=== c2f_consumer ===
Figure 1. Clock distribution (c2f_consumer).
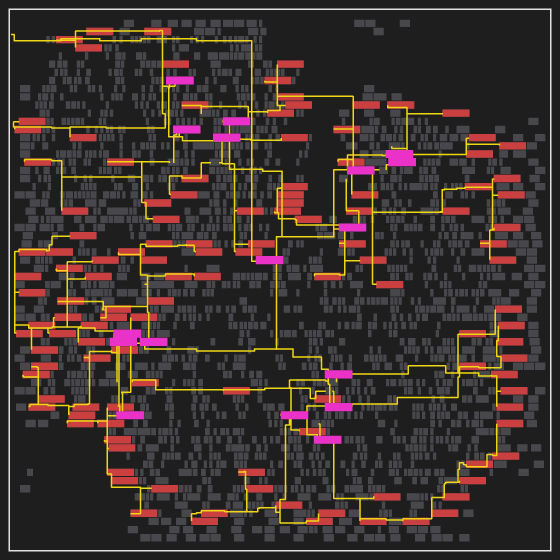

**src/rtl/c2f_consumer.sv**
```systemverilog
// Rate-limited consumer for the CPU-to-FPGA chunk queue: reads QWs chunk by chunk,
// folds them into a 64-bit checksum and releases each chunk through rdPtr_out.
module c2f_consumer #(
    parameter int PTR_WIDTH  = 2,
    parameter int CHUNK_QWS  = 512,
    parameter int ADDR_WIDTH = PTR_WIDTH + $clog2(CHUNK_QWS)
) (
    input  logic                  clk_in,
    input  logic                  reset_in,
    input  logic                  clear_in,
    input  logic [31:0]           rate_in,
    input  logic [PTR_WIDTH-1:0]  wrPtr_in,
    output logic [ADDR_WIDTH-1:0] ramAddr_out,
    output logic                  ramRdEn_out,
    input  logic [63:0]           ramData_in,
    output logic [PTR_WIDTH-1:0]  rdPtr_out,
    output logic                  rdPtrUpdate_out,
    output logic [63:0]           checksum_out,
    output logic                  busy_out
);

    localparam int QW_W = $clog2(CHUNK_QWS);
    localparam logic [QW_W-1:0] QW_LAST = QW_W'(CHUNK_QWS - 1);

    logic [PTR_WIDTH-1:0]  issPtr_q,   issPtr_d;
    logic [QW_W-1:0]       qwIdx_q,    qwIdx_d;
    logic [31:0]           rateCnt_q,  rateCnt_d;
    logic                  pendLast_q, pendLast_d;
    logic                  rdEn_q,     rdEn_d;
    logic                  accPend_q,  accPend_d;
    logic [ADDR_WIDTH-1:0] addr_q,     addr_d;
    logic [PTR_WIDTH-1:0]  rdPtr_q,    rdPtr_d;
    logic                  rdPtrUpd_q, rdPtrUpd_d;
    logic [63:0]           checksum_q, checksum_d;
    logic                  issue;

    // The issue gate is re-evaluated for every QW, so an unpublished chunk is never started.
    assign issue = (rate_in != 32'd0) && (rateCnt_q == 32'd0) && (issPtr_q != wrPtr_in);

    always_comb begin
        issPtr_d   = issPtr_q;
        qwIdx_d    = qwIdx_q;
        rateCnt_d  = rateCnt_q;
        pendLast_d = pendLast_q;
        addr_d     = addr_q;
        rdPtr_d    = rdPtr_q;
        checksum_d = checksum_q;
        rdEn_d     = issue;
        accPend_d  = rdEn_q;
        rdPtrUpd_d = 1'b0;

        // The chunk is released on the edge where the RAM captures its last read.
        if (rdEn_q && pendLast_q) begin
            rdPtr_d    = rdPtr_q + 1'b1;
            rdPtrUpd_d = 1'b1;
            pendLast_d = 1'b0;
        end

        if (issue) begin
            addr_d    = {issPtr_q, qwIdx_q};
            rateCnt_d = rate_in - 32'd1;
            if (qwIdx_q == QW_LAST) begin
                qwIdx_d    = '0;
                issPtr_d   = issPtr_q + 1'b1;
                pendLast_d = 1'b1;
            end else begin
                qwIdx_d = qwIdx_q + 1'b1;
            end
        end else if ((rate_in != 32'd0) && (rateCnt_q != 32'd0)) begin
            rateCnt_d = rateCnt_q - 32'd1;
        end

        if (accPend_q) begin
            checksum_d = checksum_q + ramData_in;
        end
    end

    // Soft clear shares the reset values, which also drops any QW still in flight.
    always_ff @(posedge clk_in or posedge reset_in) begin
        if (reset_in) begin
            issPtr_q   <= '0;
            qwIdx_q    <= '0;
            rateCnt_q  <= '0;
            pendLast_q <= 1'b0;
            rdEn_q     <= 1'b0;
            accPend_q  <= 1'b0;
            addr_q     <= '0;
            rdPtr_q    <= '0;
            rdPtrUpd_q <= 1'b0;
            checksum_q <= '0;
        end else if (clear_in) begin
            issPtr_q   <= '0;
            qwIdx_q    <= '0;
            rateCnt_q  <= '0;
            pendLast_q <= 1'b0;
            rdEn_q     <= 1'b0;
            accPend_q  <= 1'b0;
            addr_q     <= '0;
            rdPtr_q    <= '0;
            rdPtrUpd_q <= 1'b0;
            checksum_q <= '0;
        end else begin
            issPtr_q   <= issPtr_d;
            qwIdx_q    <= qwIdx_d;
            rateCnt_q  <= rateCnt_d;
            pendLast_q <= pendLast_d;
            rdEn_q     <= rdEn_d;
            accPend_q  <= accPend_d;
            addr_q     <= addr_d;
            rdPtr_q    <= rdPtr_d;
            rdPtrUpd_q <= rdPtrUpd_d;
            checksum_q <= checksum_d;
        end
    end

    assign ramAddr_out     = addr_q;
    assign ramRdEn_out     = rdEn_q;
    assign rdPtr_out       = rdPtr_q;
    assign rdPtrUpdate_out = rdPtrUpd_q;
    assign checksum_out    = checksum_q;
    assign busy_out        = (qwIdx_q != '0) || rdEn_q || accPend_q;

endmodule

```
**config.mk**
```make
export PLATFORM = sky130hd
export DESIGN_NAME = c2f_consumer
export DESIGN_NICKNAME = d
export VERILOG_FILES = /design/src/rtl/c2f_consumer.sv
export SDC_FILE = /design/constraint.sdc
export NUM_CORES = 1
export LEC_CHECK = 0
export ABC_AREA = 1
export CAP_MARGIN = 20
export CORE_UTILIZATION = 35
export DETAILED_ROUTE_END_ITERATION = 10
export PLACE_DENSITY_LB_ADDON = 0.25
export SLEW_MARGIN = 20
export SYNTH_ARGS = -nofsm -noshare
export SYNTH_HDL_FRONTEND = slang
export SYNTH_SLANG_ARGS = --single-unit
```
**constraint.sdc**
```tcl
create_clock -name clk_in -period 4.7 [get_ports clk_in]
set_input_delay 0.94 -clock clk_in [delete_from_list [all_inputs] [get_ports clk_in]]
set_output_delay 0.94 -clock clk_in [all_outputs]
set_load 0.05 [all_outputs]
```
=== hazard_ctrl_sb_flat ===
<file path="src/rtl/hz_pkg.sv">
// rtl/hz_pkg.sv - shared types and constants for the hazard controller
// Purpose: forwarding-select encodings, FSM state type, default parameters.
// Ports: none (package).
package hz_pkg;

  typedef enum logic [1:0] {
    FWD_NONE = 2'b00,
    FWD_EX   = 2'b01,
    FWD_MEM  = 2'b10
  } fwd_e;

  typedef enum logic {
    ST_IDLE  = 1'b0,
    ST_FLUSH = 1'b1
  } hz_state_e;

  localparam int RA_W_DEF      = 4;
  localparam int NSRC_DEF      = 2;
  localparam int MUL_LAT_DEF   = 3;
  localparam int FLUSH_CYC_DEF = 1;

  // Busy counters hold 0..15, flush counter holds 0..7.
  localparam int CNT_W  = 4;
  localparam int FCNT_W = 3;

endpackage

</file>
<file path="src/rtl/hazard_ctrl_sb_if.sv">
// rtl/hazard_ctrl_sb_if.sv - pipeline-to-hazard-controller signal bundle
// Purpose: groups the decode/execute/memory hazard inputs and the control outputs.
// Ports: master = pipeline side (drives stage info, receives controls);
//        slave  = hazard controller (receives stage info, drives controls).
interface hazard_ctrl_sb_if #(
  parameter int RA_W = 4,
  parameter int NSRC = 2
);
  logic                 run;
  logic [NSRC*RA_W-1:0] if_id_src;
  logic [NSRC-1:0]      if_id_src_vld;
  logic                 id_ex_RegWrite;
  logic                 id_ex_MemRead;
  logic [RA_W-1:0]      id_ex_Rd;
  logic                 id_ex_mul;
  logic                 ex_mem_RegWrite;
  logic [RA_W-1:0]      ex_mem_Rd;
  logic                 doJump;
  logic [2*NSRC-1:0]    fwd;
  logic                 stall;
  logic                 pc_write_en;
  logic                 if_id_write_en;
  logic                 if_id_clean;
  logic                 id_ex_clean;
  logic                 ex_mem_clean;
  logic                 flushing;

  modport master (
    output run, if_id_src, if_id_src_vld, id_ex_RegWrite, id_ex_MemRead,
           id_ex_Rd, id_ex_mul, ex_mem_RegWrite, ex_mem_Rd, doJump,
    input  fwd, stall, pc_write_en, if_id_write_en, if_id_clean,
           id_ex_clean, ex_mem_clean, flushing
  );

  modport slave (
    input  run, if_id_src, if_id_src_vld, id_ex_RegWrite, id_ex_MemRead,
           id_ex_Rd, id_ex_mul, ex_mem_RegWrite, ex_mem_Rd, doJump,
    output fwd, stall, pc_write_en, if_id_write_en, if_id_clean,
           id_ex_clean, ex_mem_clean, flushing
  );

endinterface

</file>
<file path="src/rtl/hz_scoreboard.sv">
// rtl/hz_scoreboard.sv - per-register busy counters for long-latency results
// Purpose: one down-counter per architectural register; load, decrement, lookup.
// Ports: clk, rst (sync active-high); i_load/i_load_rd start a busy window;
//        i_src = packed source addresses; o_busy = per-source nonzero-counter flag.
module hz_scoreboard
  import hz_pkg::*;
#(
  parameter int RA_W    = RA_W_DEF,
  parameter int NSRC    = NSRC_DEF,
  parameter int MUL_LAT = MUL_LAT_DEF
) (
  input  logic                 clk,
  input  logic                 rst,
  input  logic                 i_load,
  input  logic [RA_W-1:0]      i_load_rd,
  input  logic [NSRC*RA_W-1:0] i_src,
  output logic [NSRC-1:0]      o_busy
);

  localparam int NREG = 1 << RA_W;

  logic [CNT_W-1:0] r_cnt [NREG];

  // Load wins over decrement on the same register; register 0 stays at zero.
  always_ff @(posedge clk) begin
    for (int r = 0; r < NREG; r++) begin
      if (rst || r == 0) begin
        r_cnt[r] <= '0;
      end else if (i_load && i_load_rd == RA_W'(r)) begin
        r_cnt[r] <= CNT_W'(MUL_LAT);
      end else if (r_cnt[r] != '0) begin
        r_cnt[r] <= r_cnt[r] - 1'b1;
      end
    end
  end

  always_comb begin
    o_busy = '0;
    for (int i = 0; i < NSRC; i++) begin
      o_busy[i] = (r_cnt[i_src[i*RA_W +: RA_W]] != '0);
    end
  end

endmodule

</file>
<file path="src/rtl/hazard_ctrl_sb.sv">
// rtl/hazard_ctrl_sb.sv - forwarding, load-use/scoreboard stall and flush control
// Purpose: selects forwarding paths, stalls decode on load-use or busy multiply
//          results, and drives front-end clean signals after taken jumps.
// Ports: clk, rst (sync active-high); bus (hazard_ctrl_sb_if.slave) carries
//        stage info in and fwd/stall/write-enable/clean/flushing out.
module hazard_ctrl_sb
  import hz_pkg::*;
#(
  parameter int RA_W      = RA_W_DEF,
  parameter int NSRC      = NSRC_DEF,
  parameter int MUL_LAT   = MUL_LAT_DEF,
  parameter int FLUSH_CYC = FLUSH_CYC_DEF
) (
  input  logic           clk,
  input  logic           rst,
  hazard_ctrl_sb_if.slave bus
);

  hz_state_e         r_state;
  hz_state_e         w_state_nxt;
  logic [FCNT_W-1:0] r_fcnt;
  logic [FCNT_W-1:0] w_fcnt_nxt;

  logic [NSRC-1:0] w_ex_match;
  logic [NSRC-1:0] w_mem_match;
  logic [NSRC-1:0] w_busy;
  logic            w_load_use;
  logic            w_sb_stall;
  logic            w_idle;
  logic            w_load;
  logic            w_stall;
  logic            w_clean;

  assign w_idle = (r_state == ST_IDLE);

  // A multiply squashed by a same-cycle jump, or issued while flushing, never
  // reaches the scoreboard.
  assign w_load = bus.id_ex_mul & bus.id_ex_RegWrite & (bus.id_ex_Rd != '0)
                & ~bus.doJump & w_idle;

  hz_scoreboard #(
    .RA_W   (RA_W),
    .NSRC   (NSRC),
    .MUL_LAT(MUL_LAT)
  ) u_sb (
    .clk      (clk),
    .rst      (rst),
    .i_load   (w_load),
    .i_load_rd(bus.id_ex_Rd),
    .i_src    (bus.if_id_src),
    .o_busy   (w_busy)
  );

  always_comb begin
    w_ex_match  = '0;
    w_mem_match = '0;
    w_load_use  = 1'b0;
    w_sb_stall  = 1'b0;
    for (int i = 0; i < NSRC; i++) begin
      // Multiply results are not forwardable; they are covered by the scoreboard.
      w_ex_match[i]  = bus.if_id_src_vld[i] & bus.id_ex_RegWrite & ~bus.id_ex_mul
                     & (bus.id_ex_Rd != '0)
                     & (bus.if_id_src[i*RA_W +: RA_W] == bus.id_ex_Rd);
      w_mem_match[i] = bus.if_id_src_vld[i] & bus.ex_mem_RegWrite
                     & (bus.ex_mem_Rd != '0)
                     & (bus.if_id_src[i*RA_W +: RA_W] == bus.ex_mem_Rd);
      w_load_use     = w_load_use | (w_ex_match[i] & bus.id_ex_MemRead);
      // Second term covers the multiply sitting in ID/EX before its counter loads.
      w_sb_stall     = w_sb_stall
                     | (bus.if_id_src_vld[i] & w_busy[i])
                     | (bus.if_id_src_vld[i] & bus.id_ex_mul & bus.id_ex_RegWrite
                        & (bus.id_ex_Rd != '0)
                        & (bus.if_id_src[i*RA_W +: RA_W] == bus.id_ex_Rd));
    end
  end

  always_comb begin
    bus.fwd = '0;
    for (int i = 0; i < NSRC; i++) begin
      if (!bus.run) begin
        bus.fwd[2*i +: 2] = FWD_NONE;
      end else if (w_ex_match[i] && !bus.id_ex_MemRead) begin
        bus.fwd[2*i +: 2] = FWD_EX;
      end else if (w_mem_match[i] && !w_ex_match[i]) begin
        bus.fwd[2*i +: 2] = FWD_MEM;
      end else begin
        bus.fwd[2*i +: 2] = FWD_NONE;
      end
    end
  end

  // FSM state register.
  always_ff @(posedge clk) begin
    if (rst) begin
      r_state <= ST_IDLE;
      r_fcnt  <= '0;
    end else begin
      r_state <= w_state_nxt;
      r_fcnt  <= w_fcnt_nxt;
    end
  end

  // FSM next state. r_fcnt counts the flush cycles still to come, including
  // the current one; FLUSH is left once the last one has been spent.
  always_comb begin
    w_state_nxt = r_state;
    w_fcnt_nxt  = r_fcnt;
    if (!bus.run) begin
      w_state_nxt = ST_IDLE;
      w_fcnt_nxt  = '0;
    end else begin
      case (r_state)
        ST_IDLE: begin
          if (bus.doJump && FLUSH_CYC > 1) begin
            w_state_nxt = ST_FLUSH;
            w_fcnt_nxt  = FCNT_W'(FLUSH_CYC - 1);
          end
        end
        ST_FLUSH: begin
          if (bus.doJump) begin
            w_fcnt_nxt = FCNT_W'(FLUSH_CYC - 1);
          end else if (r_fcnt <= FCNT_W'(1)) begin
            w_state_nxt = ST_IDLE;
            w_fcnt_nxt  = '0;
          end else begin
            w_fcnt_nxt = r_fcnt - 1'b1;
          end
        end
        default: begin
          w_state_nxt = ST_IDLE;
          w_fcnt_nxt  = '0;
        end
      endcase
    end
  end

  // FSM outputs.
  always_comb begin
    w_clean            = bus.run & (bus.doJump | ~w_idle);
    w_stall            = (w_load_use | w_sb_stall) & bus.run & ~bus.doJump & w_idle;
    bus.stall          = w_stall;
    bus.pc_write_en    = ~w_stall;
    bus.if_id_write_en = ~w_stall;
    bus.if_id_clean    = w_clean;
    bus.id_ex_clean    = w_clean | w_stall;
    bus.ex_mem_clean   = w_clean;
    bus.flushing       = ~w_idle;
  end

endmodule
</file>
<file path="src/flat_wrapper.sv">
// flat-port wrapper written by rule: the top's interface ports become plain ports
module hazard_ctrl_sb_flat import hz_pkg::*;
#(
  parameter int RA_W      = RA_W_DEF,
  parameter int NSRC      = NSRC_DEF,
  parameter int MUL_LAT   = MUL_LAT_DEF,
  parameter int FLUSH_CYC = FLUSH_CYC_DEF
)
  (clk, rst, bus_run, bus_if_id_src, bus_if_id_src_vld, bus_id_ex_RegWrite, bus_id_ex_MemRead, bus_id_ex_Rd, bus_id_ex_mul, bus_ex_mem_RegWrite, bus_ex_mem_Rd, bus_doJump, bus_fwd, bus_stall, bus_pc_write_en, bus_if_id_write_en, bus_if_id_clean, bus_id_ex_clean, bus_ex_mem_clean, bus_flushing);
  hazard_ctrl_sb_if #(.RA_W(RA_W), .NSRC(NSRC)) bus_i ();
  input  logic clk;
  input  logic rst;
  input wire logic [$bits(bus_i.run)-1:0] bus_run;
  input wire logic [$bits(bus_i.if_id_src)-1:0] bus_if_id_src;
  input wire logic [$bits(bus_i.if_id_src_vld)-1:0] bus_if_id_src_vld;
  input wire logic [$bits(bus_i.id_ex_RegWrite)-1:0] bus_id_ex_RegWrite;
  input wire logic [$bits(bus_i.id_ex_MemRead)-1:0] bus_id_ex_MemRead;
  input wire logic [$bits(bus_i.id_ex_Rd)-1:0] bus_id_ex_Rd;
  input wire logic [$bits(bus_i.id_ex_mul)-1:0] bus_id_ex_mul;
  input wire logic [$bits(bus_i.ex_mem_RegWrite)-1:0] bus_ex_mem_RegWrite;
  input wire logic [$bits(bus_i.ex_mem_Rd)-1:0] bus_ex_mem_Rd;
  input wire logic [$bits(bus_i.doJump)-1:0] bus_doJump;
  output wire logic [$bits(bus_i.fwd)-1:0] bus_fwd;
  output wire logic [$bits(bus_i.stall)-1:0] bus_stall;
  output wire logic [$bits(bus_i.pc_write_en)-1:0] bus_pc_write_en;
  output wire logic [$bits(bus_i.if_id_write_en)-1:0] bus_if_id_write_en;
  output wire logic [$bits(bus_i.if_id_clean)-1:0] bus_if_id_clean;
  output wire logic [$bits(bus_i.id_ex_clean)-1:0] bus_id_ex_clean;
  output wire logic [$bits(bus_i.ex_mem_clean)-1:0] bus_ex_mem_clean;
  output wire logic [$bits(bus_i.flushing)-1:0] bus_flushing;
  assign bus_i.run = bus_run;
  assign bus_i.if_id_src = bus_if_id_src;
  assign bus_i.if_id_src_vld = bus_if_id_src_vld;
  assign bus_i.id_ex_RegWrite = bus_id_ex_RegWrite;
  assign bus_i.id_ex_MemRead = bus_id_ex_MemRead;
  assign bus_i.id_ex_Rd = bus_id_ex_Rd;
  assign bus_i.id_ex_mul = bus_id_ex_mul;
  assign bus_i.ex_mem_RegWrite = bus_ex_mem_RegWrite;
  assign bus_i.ex_mem_Rd = bus_ex_mem_Rd;
  assign bus_i.doJump = bus_doJump;
  assign bus_fwd = bus_i.fwd;
  assign bus_stall = bus_i.stall;
  assign bus_pc_write_en = bus_i.pc_write_en;
  assign bus_if_id_write_en = bus_i.if_id_write_en;
  assign bus_if_id_clean = bus_i.if_id_clean;
  assign bus_id_ex_clean = bus_i.id_ex_clean;
  assign bus_ex_mem_clean = bus_i.ex_mem_clean;
  assign bus_flushing = bus_i.flushing;
  hazard_ctrl_sb #(.RA_W(RA_W), .NSRC(NSRC), .MUL_LAT(MUL_LAT), .FLUSH_CYC(FLUSH_CYC)) u_core (.clk(clk), .rst(rst), .bus(bus_i));
endmodule
</file>
<file path="config.mk">
export PLATFORM = sky130hd
export DESIGN_NAME = hazard_ctrl_sb_flat
export DESIGN_NICKNAME = d
export VERILOG_FILES = /design/src/rtl/hz_pkg.sv /design/src/rtl/hazard_ctrl_sb_if.sv /design/src/rtl/hz_scoreboard.sv /design/src/rtl/hazard_ctrl_sb.sv /design/src/flat_wrapper.sv
export SDC_FILE = /design/constraint.sdc
export NUM_CORES = 1
export LEC_CHECK = 0
export ABC_CLOCK_PERIOD_IN_PS = 2300
export CAP_MARGIN = 20
export CORE_MARGIN = 1
export CORE_UTILIZATION = 59
export DETAILED_ROUTE_END_ITERATION = 6
export MAX_ROUTING_LAYER = met4
export PLACE_DENSITY = 0.8
export RECOVER_POWER = 100
export SYNTH_ARGS = -nofsm -noshare
export SYNTH_HDL_FRONTEND = slang
export SYNTH_SLANG_ARGS = --single-unit
</file>
<file path="constraint.sdc">
create_clock -name clk -period 2.3 [get_ports clk]
set_input_delay 0.23 -clock clk [delete_from_list [all_inputs] [get_ports clk]]
set_output_delay 0.23 -clock clk [all_outputs]
set_load 0.02 [all_outputs]
</file>

==> gallery <==
Placement by cell class.
(a)
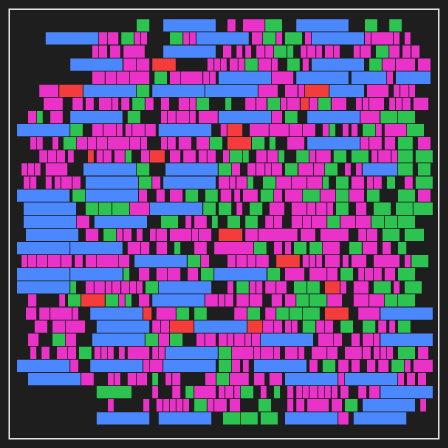
(b)
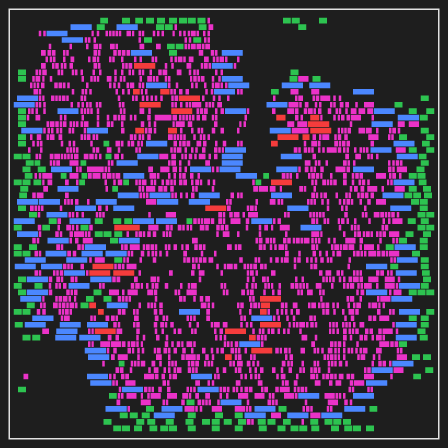
For c2f_consumer, see (b).
For hazard_ctrl_sb_flat, see (a).

Key to (a):
| class | colour | cells |
|---|---|---|
| clock drivers and dummy loads | red | 16 |
| remaining buffers and delay cells | green | 144 |
| registers | blue | 64 |
| remaining logic cells | magenta | 418 |

Figure 2. Routing congestion (c2f_consumer).
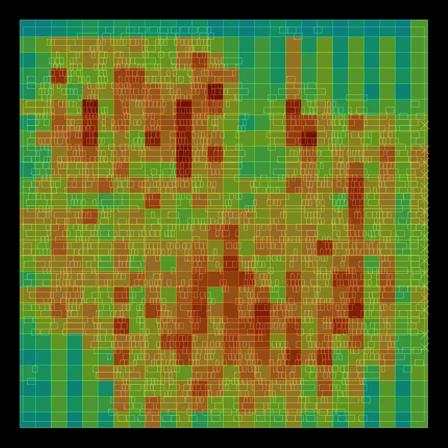
WL/cell: 16.53 microns
Tot GR Track Use: 0.2427
gr busiest metal: met2
Finished Core Util: 0.4504

Notes on Figure 1 above:
[clock-net drivers] magenta | count: 17
[clock wires] yellow | length: 2,380 microns
[flip-flops] red | count: 124
flops lie: spread over the die
routed clock nets: 18
clock share of power: 0.172
Clock Power: 1.40 mW
skew final: 15.58 ps

==> impl_metrics.yaml, c2f_consumer <==
# physical design summary
logic_synthesis:
  ys_chip_area_sq_mm: 0.01108
  ys_sh_xor: 0.006326
  netlist.area_leader.share: 0.2802
  synthesis.area_sq_mm: 0.01108
  yosys-dominant-comb-family: "simple AND/OR/NAND/NOR gates"
hold_path:
  hold-path-endpoint: "rdPtr_out[0]"
  min_path_cells: 1
drt:
  post-route-drc-count: 17
cells_and_area:
  buffers: 193
  instances_no_fill: 2377
worst_setup_path:
  timing.critical_path.to: "checksum_out[34]"
  path_depth: 14
final_timing:
  tns_ps: 0
outcome:
  status: "finished with violations"
  violations: "design-rule violations"
clock_network:
  cts_buffers: 17
die:
  chipArea_sq_mm: 0.03236
  rows: 64
## c2f_consumer: cell usage after synthesis (3+ instances only)
library cell    n
ha_1           67
clkbuf_1       19
o211ai_1        9
xor2_1          6
nor2_1        234
nor2_2          9
inv_1         264
a31oi_1        24
a32o_1          6
nand3_1        65
inv_2           9
a21oi_1       133
o31ai_1         3
buf_6           5
dfrtp_1       124
o22ai_1         8
buf_4           3
nor3_1         14
o21bai_1       12
nand4_1        44
nand2_2         5
nand2_1       521
o21ai_1         4
buf_2           7
a21o_1          9
o21ai_0       152
nor4_1          5
nor2_4          5
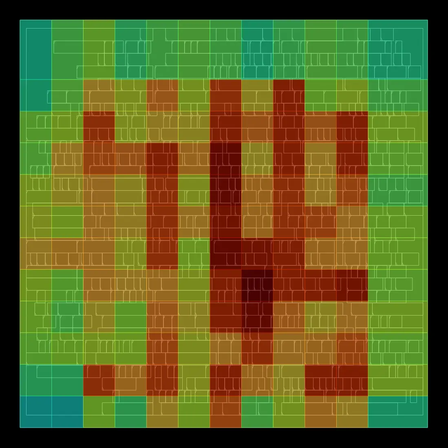
Figure 3: hazard_ctrl_sb_flat, routing congestion.
WL/cell: 15.74 microns
met3 GRT Util: 0.09049
grt met1 use: 0.3307
Tot GR Track Use: 0.3159
Finished Core Util: 0.7960

==> impl_metrics.yaml, hazard_ctrl_sb_flat <==
# physical design summary
worst_setup_path:
  critPathKind: "reg2out"
  end_kind: "output port"
logic_synthesis:
  synth_cell_types: 50
  synthesis.area_sq_mm: 0.004452
  netlist.area_leader.share: 0.4047
  yosys.cell_count.top_type: "nor2_1"
  synthTopCellsByCount: "nor2_1, edfxtp_1, a21oi_1"
global_routing:
  grt_max_degree: 33
  grt_pass1_vias: 4116
power_and_ir_drop:
  pwr-share-clk: 0.126
  seqPwrFrac: 0.334
  power_leader: "combinational logic"
  seq_power_mw: 2.27
die:
  chipArea_sq_mm: 0.007897
  core_area_sq_mm: 0.007292
cells_and_area:
  clock_area_frac: 0.02975
final_timing:
  setup_viol: 5
  finalWorstSetupSlack_ps: -356.1
drt:
  highest_layer: "met4"
outcome:
  violations: "negative setup slack"
  status: "finished with violations"
place:
  place_ws_ps: -556.6
[hazard_ctrl_sb_flat: path summary, 6_finish.rpt]
path                                              start                       to  slack (ps)  cells after the start
worst max-delay path            u_core.u_sb.r_cnt[7][2]          bus_id_ex_clean        -360                      7
worst min-delay path                   u_core.r_fcnt[2]         u_core.r_fcnt[2]         460                      2
worst max register to register      u_core.bus.flushing  u_core.u_sb.r_cnt[7][2]         430                      6
worst min register to register         u_core.r_fcnt[2]         u_core.r_fcnt[2]         460                      2
[hazard_ctrl_sb_flat: tightest hold or removal path: stages (launching register included)]
cell and delay [ps]:
dfxtp_1 320, nand2_1 50, a21oi_1 50

=== tff_toggle_debounce ===
Figure 4. Power grid (tff_toggle_debounce).
The bar under the picture is 10 microns long. Pins as bars on the die edge.
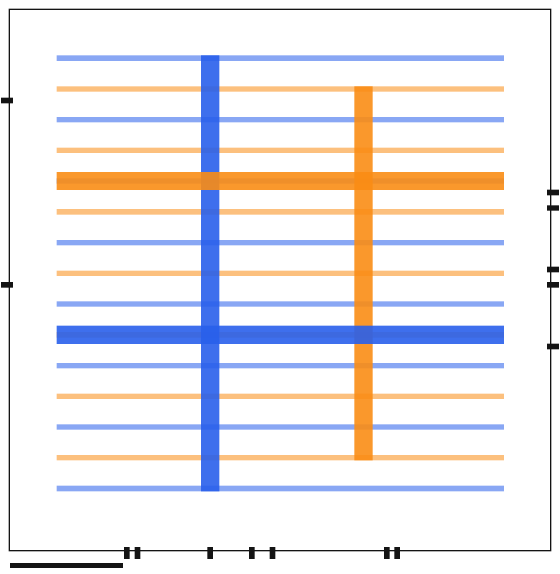
Figure 5. Placement by cell class (tff_toggle_debounce).
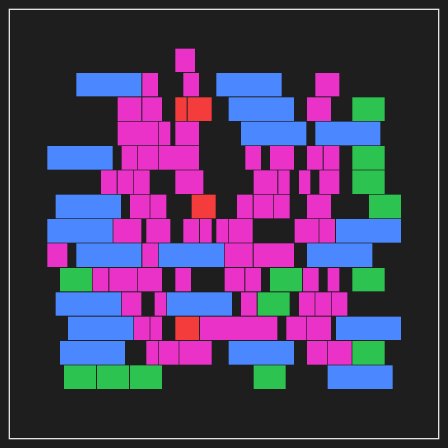
**src/rtl/tff_toggle_debounce.sv**
```systemverilog
// Push-button conditioner for the T flip-flop: synchronizes, debounces and
// turns presses into one-cycle toggle enables, with optional auto-repeat.
module tff_toggle_debounce #(
    parameter int DEBOUNCE_CYCLES = 16,
    parameter int REPEAT_CYCLES   = 0,
    parameter int CNT_W           = 8
) (
    input  logic             clk,
    input  logic             rst_n,
    input  logic             btn_in,
    output logic             t_pulse,
    output logic             rel_pulse,
    output logic             btn_level,
    output logic [CNT_W-1:0] press_cnt
);

    localparam int CW = (DEBOUNCE_CYCLES > 1) ? $clog2(DEBOUNCE_CYCLES) : 1;
    localparam int RW = (REPEAT_CYCLES > 1) ? $clog2(REPEAT_CYCLES) : 1;
    localparam int CNT_LAST_I = DEBOUNCE_CYCLES - 1;
    localparam int RPT_LAST_I = (REPEAT_CYCLES > 0) ? REPEAT_CYCLES - 1 : 0;
    localparam logic [CW-1:0] CNT_LAST = CNT_LAST_I[CW-1:0];
    localparam logic [RW-1:0] RPT_LAST = RPT_LAST_I[RW-1:0];

    typedef enum logic [1:0] {
        IDLE,
        PRESS_WAIT,
        HELD,
        REL_WAIT
    } state_t;

    state_t           state_q, state_d;
    logic             sync1_q, sync1_d;
    logic             sync2_q, sync2_d;
    logic [CW-1:0]    cnt_q, cnt_d;
    logic [RW-1:0]    rpt_q, rpt_d;
    logic             t_pulse_q, t_pulse_d;
    logic             rel_pulse_q, rel_pulse_d;
    logic             btn_level_q, btn_level_d;
    logic [CNT_W-1:0] press_cnt_q, press_cnt_d;
    logic             btn_s;

    assign btn_s = sync2_q;

    always_comb begin
        state_d     = state_q;
        sync1_d     = btn_in;
        sync2_d     = sync1_q;
        cnt_d       = cnt_q;
        rpt_d       = rpt_q;
        t_pulse_d   = 1'b0;
        rel_pulse_d = 1'b0;
        btn_level_d = btn_level_q;
        press_cnt_d = press_cnt_q;

        unique case (state_q)
            IDLE: begin
                if (btn_s) begin
                    state_d = PRESS_WAIT;
                    cnt_d   = '0;
                end
            end
            PRESS_WAIT: begin
                if (!btn_s) begin
                    state_d = IDLE;
                end else if (cnt_q == CNT_LAST) begin
                    state_d     = HELD;
                    t_pulse_d   = 1'b1;
                    btn_level_d = 1'b1;
                    press_cnt_d = press_cnt_q + 1'b1;
                    rpt_d       = '0;
                end else begin
                    cnt_d = cnt_q + 1'b1;
                end
            end
            HELD: begin
                if (!btn_s) begin
                    state_d = REL_WAIT;
                    cnt_d   = '0;
                end else if ((REPEAT_CYCLES > 0) && (rpt_q == RPT_LAST)) begin
                    t_pulse_d   = 1'b1;
                    press_cnt_d = press_cnt_q + 1'b1;
                    rpt_d       = '0;
                end else begin
                    rpt_d = rpt_q + 1'b1;
                end
            end
            REL_WAIT: begin
                // A bounce back to pressed resumes the repeat period where it left off
                if (btn_s) begin
                    state_d = HELD;
                end else if (cnt_q == CNT_LAST) begin
                    state_d     = IDLE;
                    rel_pulse_d = 1'b1;
                    btn_level_d = 1'b0;
                end else begin
                    cnt_d = cnt_q + 1'b1;
                end
            end
            default: begin
                state_d = IDLE;
            end
        endcase
    end

    // With repeat disabled the repeat counter is pinned to zero and trims away
    always_ff @(posedge clk) begin
        if (!rst_n) begin
            state_q     <= IDLE;
            sync1_q     <= 1'b0;
            sync2_q     <= 1'b0;
            cnt_q       <= '0;
            rpt_q       <= '0;
            t_pulse_q   <= 1'b0;
            rel_pulse_q <= 1'b0;
            btn_level_q <= 1'b0;
            press_cnt_q <= '0;
        end else begin
            state_q     <= state_d;
            sync1_q     <= sync1_d;
            sync2_q     <= sync2_d;
            cnt_q       <= cnt_d;
            rpt_q       <= (REPEAT_CYCLES > 0) ? rpt_d : '0;
            t_pulse_q   <= t_pulse_d;
            rel_pulse_q <= rel_pulse_d;
            btn_level_q <= btn_level_d;
            press_cnt_q <= press_cnt_d;
        end
    end

    assign t_pulse   = t_pulse_q;
    assign rel_pulse = rel_pulse_q;
    assign btn_level = btn_level_q;
    assign press_cnt = press_cnt_q;

endmodule

```
**config.mk**
```make
export PLATFORM = sky130hd
export DESIGN_NAME = tff_toggle_debounce
export DESIGN_NICKNAME = d
export VERILOG_FILES = /design/src/rtl/tff_toggle_debounce.sv
export SDC_FILE = /design/constraint.sdc
export NUM_CORES = 1
export LEC_CHECK = 0
export CAP_MARGIN = 30
export CORE_MARGIN = 4
export CORE_UTILIZATION = 54
export CTS_CLUSTER_SIZE = 30
export DETAILED_ROUTE_END_ITERATION = 7
export PLACE_DENSITY = 0.81
export SYNTH_ARGS = -nofsm -noshare
export SYNTH_HDL_FRONTEND = slang
export SYNTH_SLANG_ARGS = --single-unit
```
**constraint.sdc**
```tcl
create_clock -name clk -period 3.15 [get_ports clk]
set_clock_uncertainty 0.05 [all_clocks]
set_input_delay 0.4725 -clock clk [delete_from_list [all_inputs] [get_ports clk]]
set_output_delay 0.4725 -clock clk [all_outputs]
set_load 0.005 [all_outputs]
```
==> impl_metrics.yaml <==
# physical design summary
outcome:
  status: "complete, no violations"
die:
  ios: 14
worst_setup_path:
  cp_slowest_cell: "or4_1"
  timing.critical_path.to: "press_cnt[5]"
logic_synthesis:
  seq_area_frac_synth: 0.4451
  ys_sh_xor: 0.02050
  synth_cells: 92
  synthTopCellsByCount: "dfxtp_1, a21oi_1, o31ai_1"
  netlist_top_cells_area: "dfxtp_1, a21oi_1, o31ai_1"
power_and_ir_drop:
  p_switching_mw: 0.08508
  internal_power_mw: 0.3034
cells_and_area:
  drive_gt1_frac: 0.04854
  layout.cells.most_common_list: "dfxtp_1, a21oi_1, clkdlybuf4s50_1"
final_timing:
  tightest_slew_ps: 489.3
drt:
  num_vias: 694
clock_network:
  cts_buffer_depth: 2
place:
  port_buffers: 13
Notes on Figure 4 above:
| net | colour |
|---|---|
| VSS | blue |
| VDD | orange |
met4 straps: 2
met5 straps: 2
rows: 14
met1 rails: 15
VDD IR max: 0.0003664 V
Core ar.: 0.001506 sq mm
die x size: 47.78 microns
Die Ht: 47.78 microns

Notes on Figure 5 above:
| class | colour | cells |
|---|---|---|
| registers | blue | 19 |
| remaining logic cells | magenta | 67 |
| remaining buffers and delay cells | green | 13 |
| clock drivers and dummy loads | red | 4 |
flop share of the area: 0.3843
fin area: 989.7 sq um
FP Rows: 14
Finished Core Util: 0.6570

==> metal layers <==
metal | vias to the layer above | GRT usage | part of all wire
met2 | 11 | 0.2533 | 0.48
li1 | 363 | - | -
met4 | 0 | 0.1075 | 0.016
met1 | 316 | 0.2128 | 0.46
met3 | 4 | 0.04887 | 0.038
met5 | - | 0 | 0
==> area by class of cell <==
class	count	area [sq um]	area share
well taps	16	20.02	0.02023
multi-input cells	63	417.9	0.4223
inverters	4	15.01	0.01517
flip-flops and latches	19	380.4	0.3843
clock buffers	4	26.28	0.02655
repair buffers	13	130.1	0.1315


==> screenshots <==
Signal wires by layer.
image #1
The bar under the picture is 20 microns long.
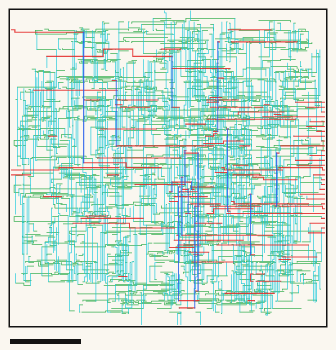
image #2
The bar under the picture is 10 microns long.
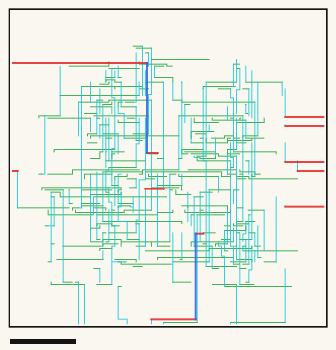
image #3
The bar under the picture is 50 microns long.
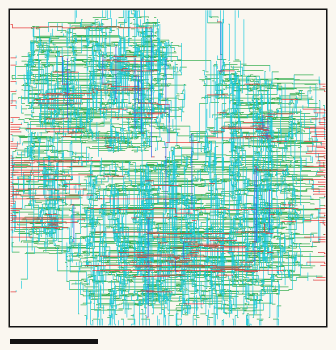
For c2f_consumer, see image #3.
For tff_toggle_debounce, see image #2.
For hazard_ctrl_sb_flat, see image #1.

Power figures rest on the tool's default switching activity, not on a simulated workload.
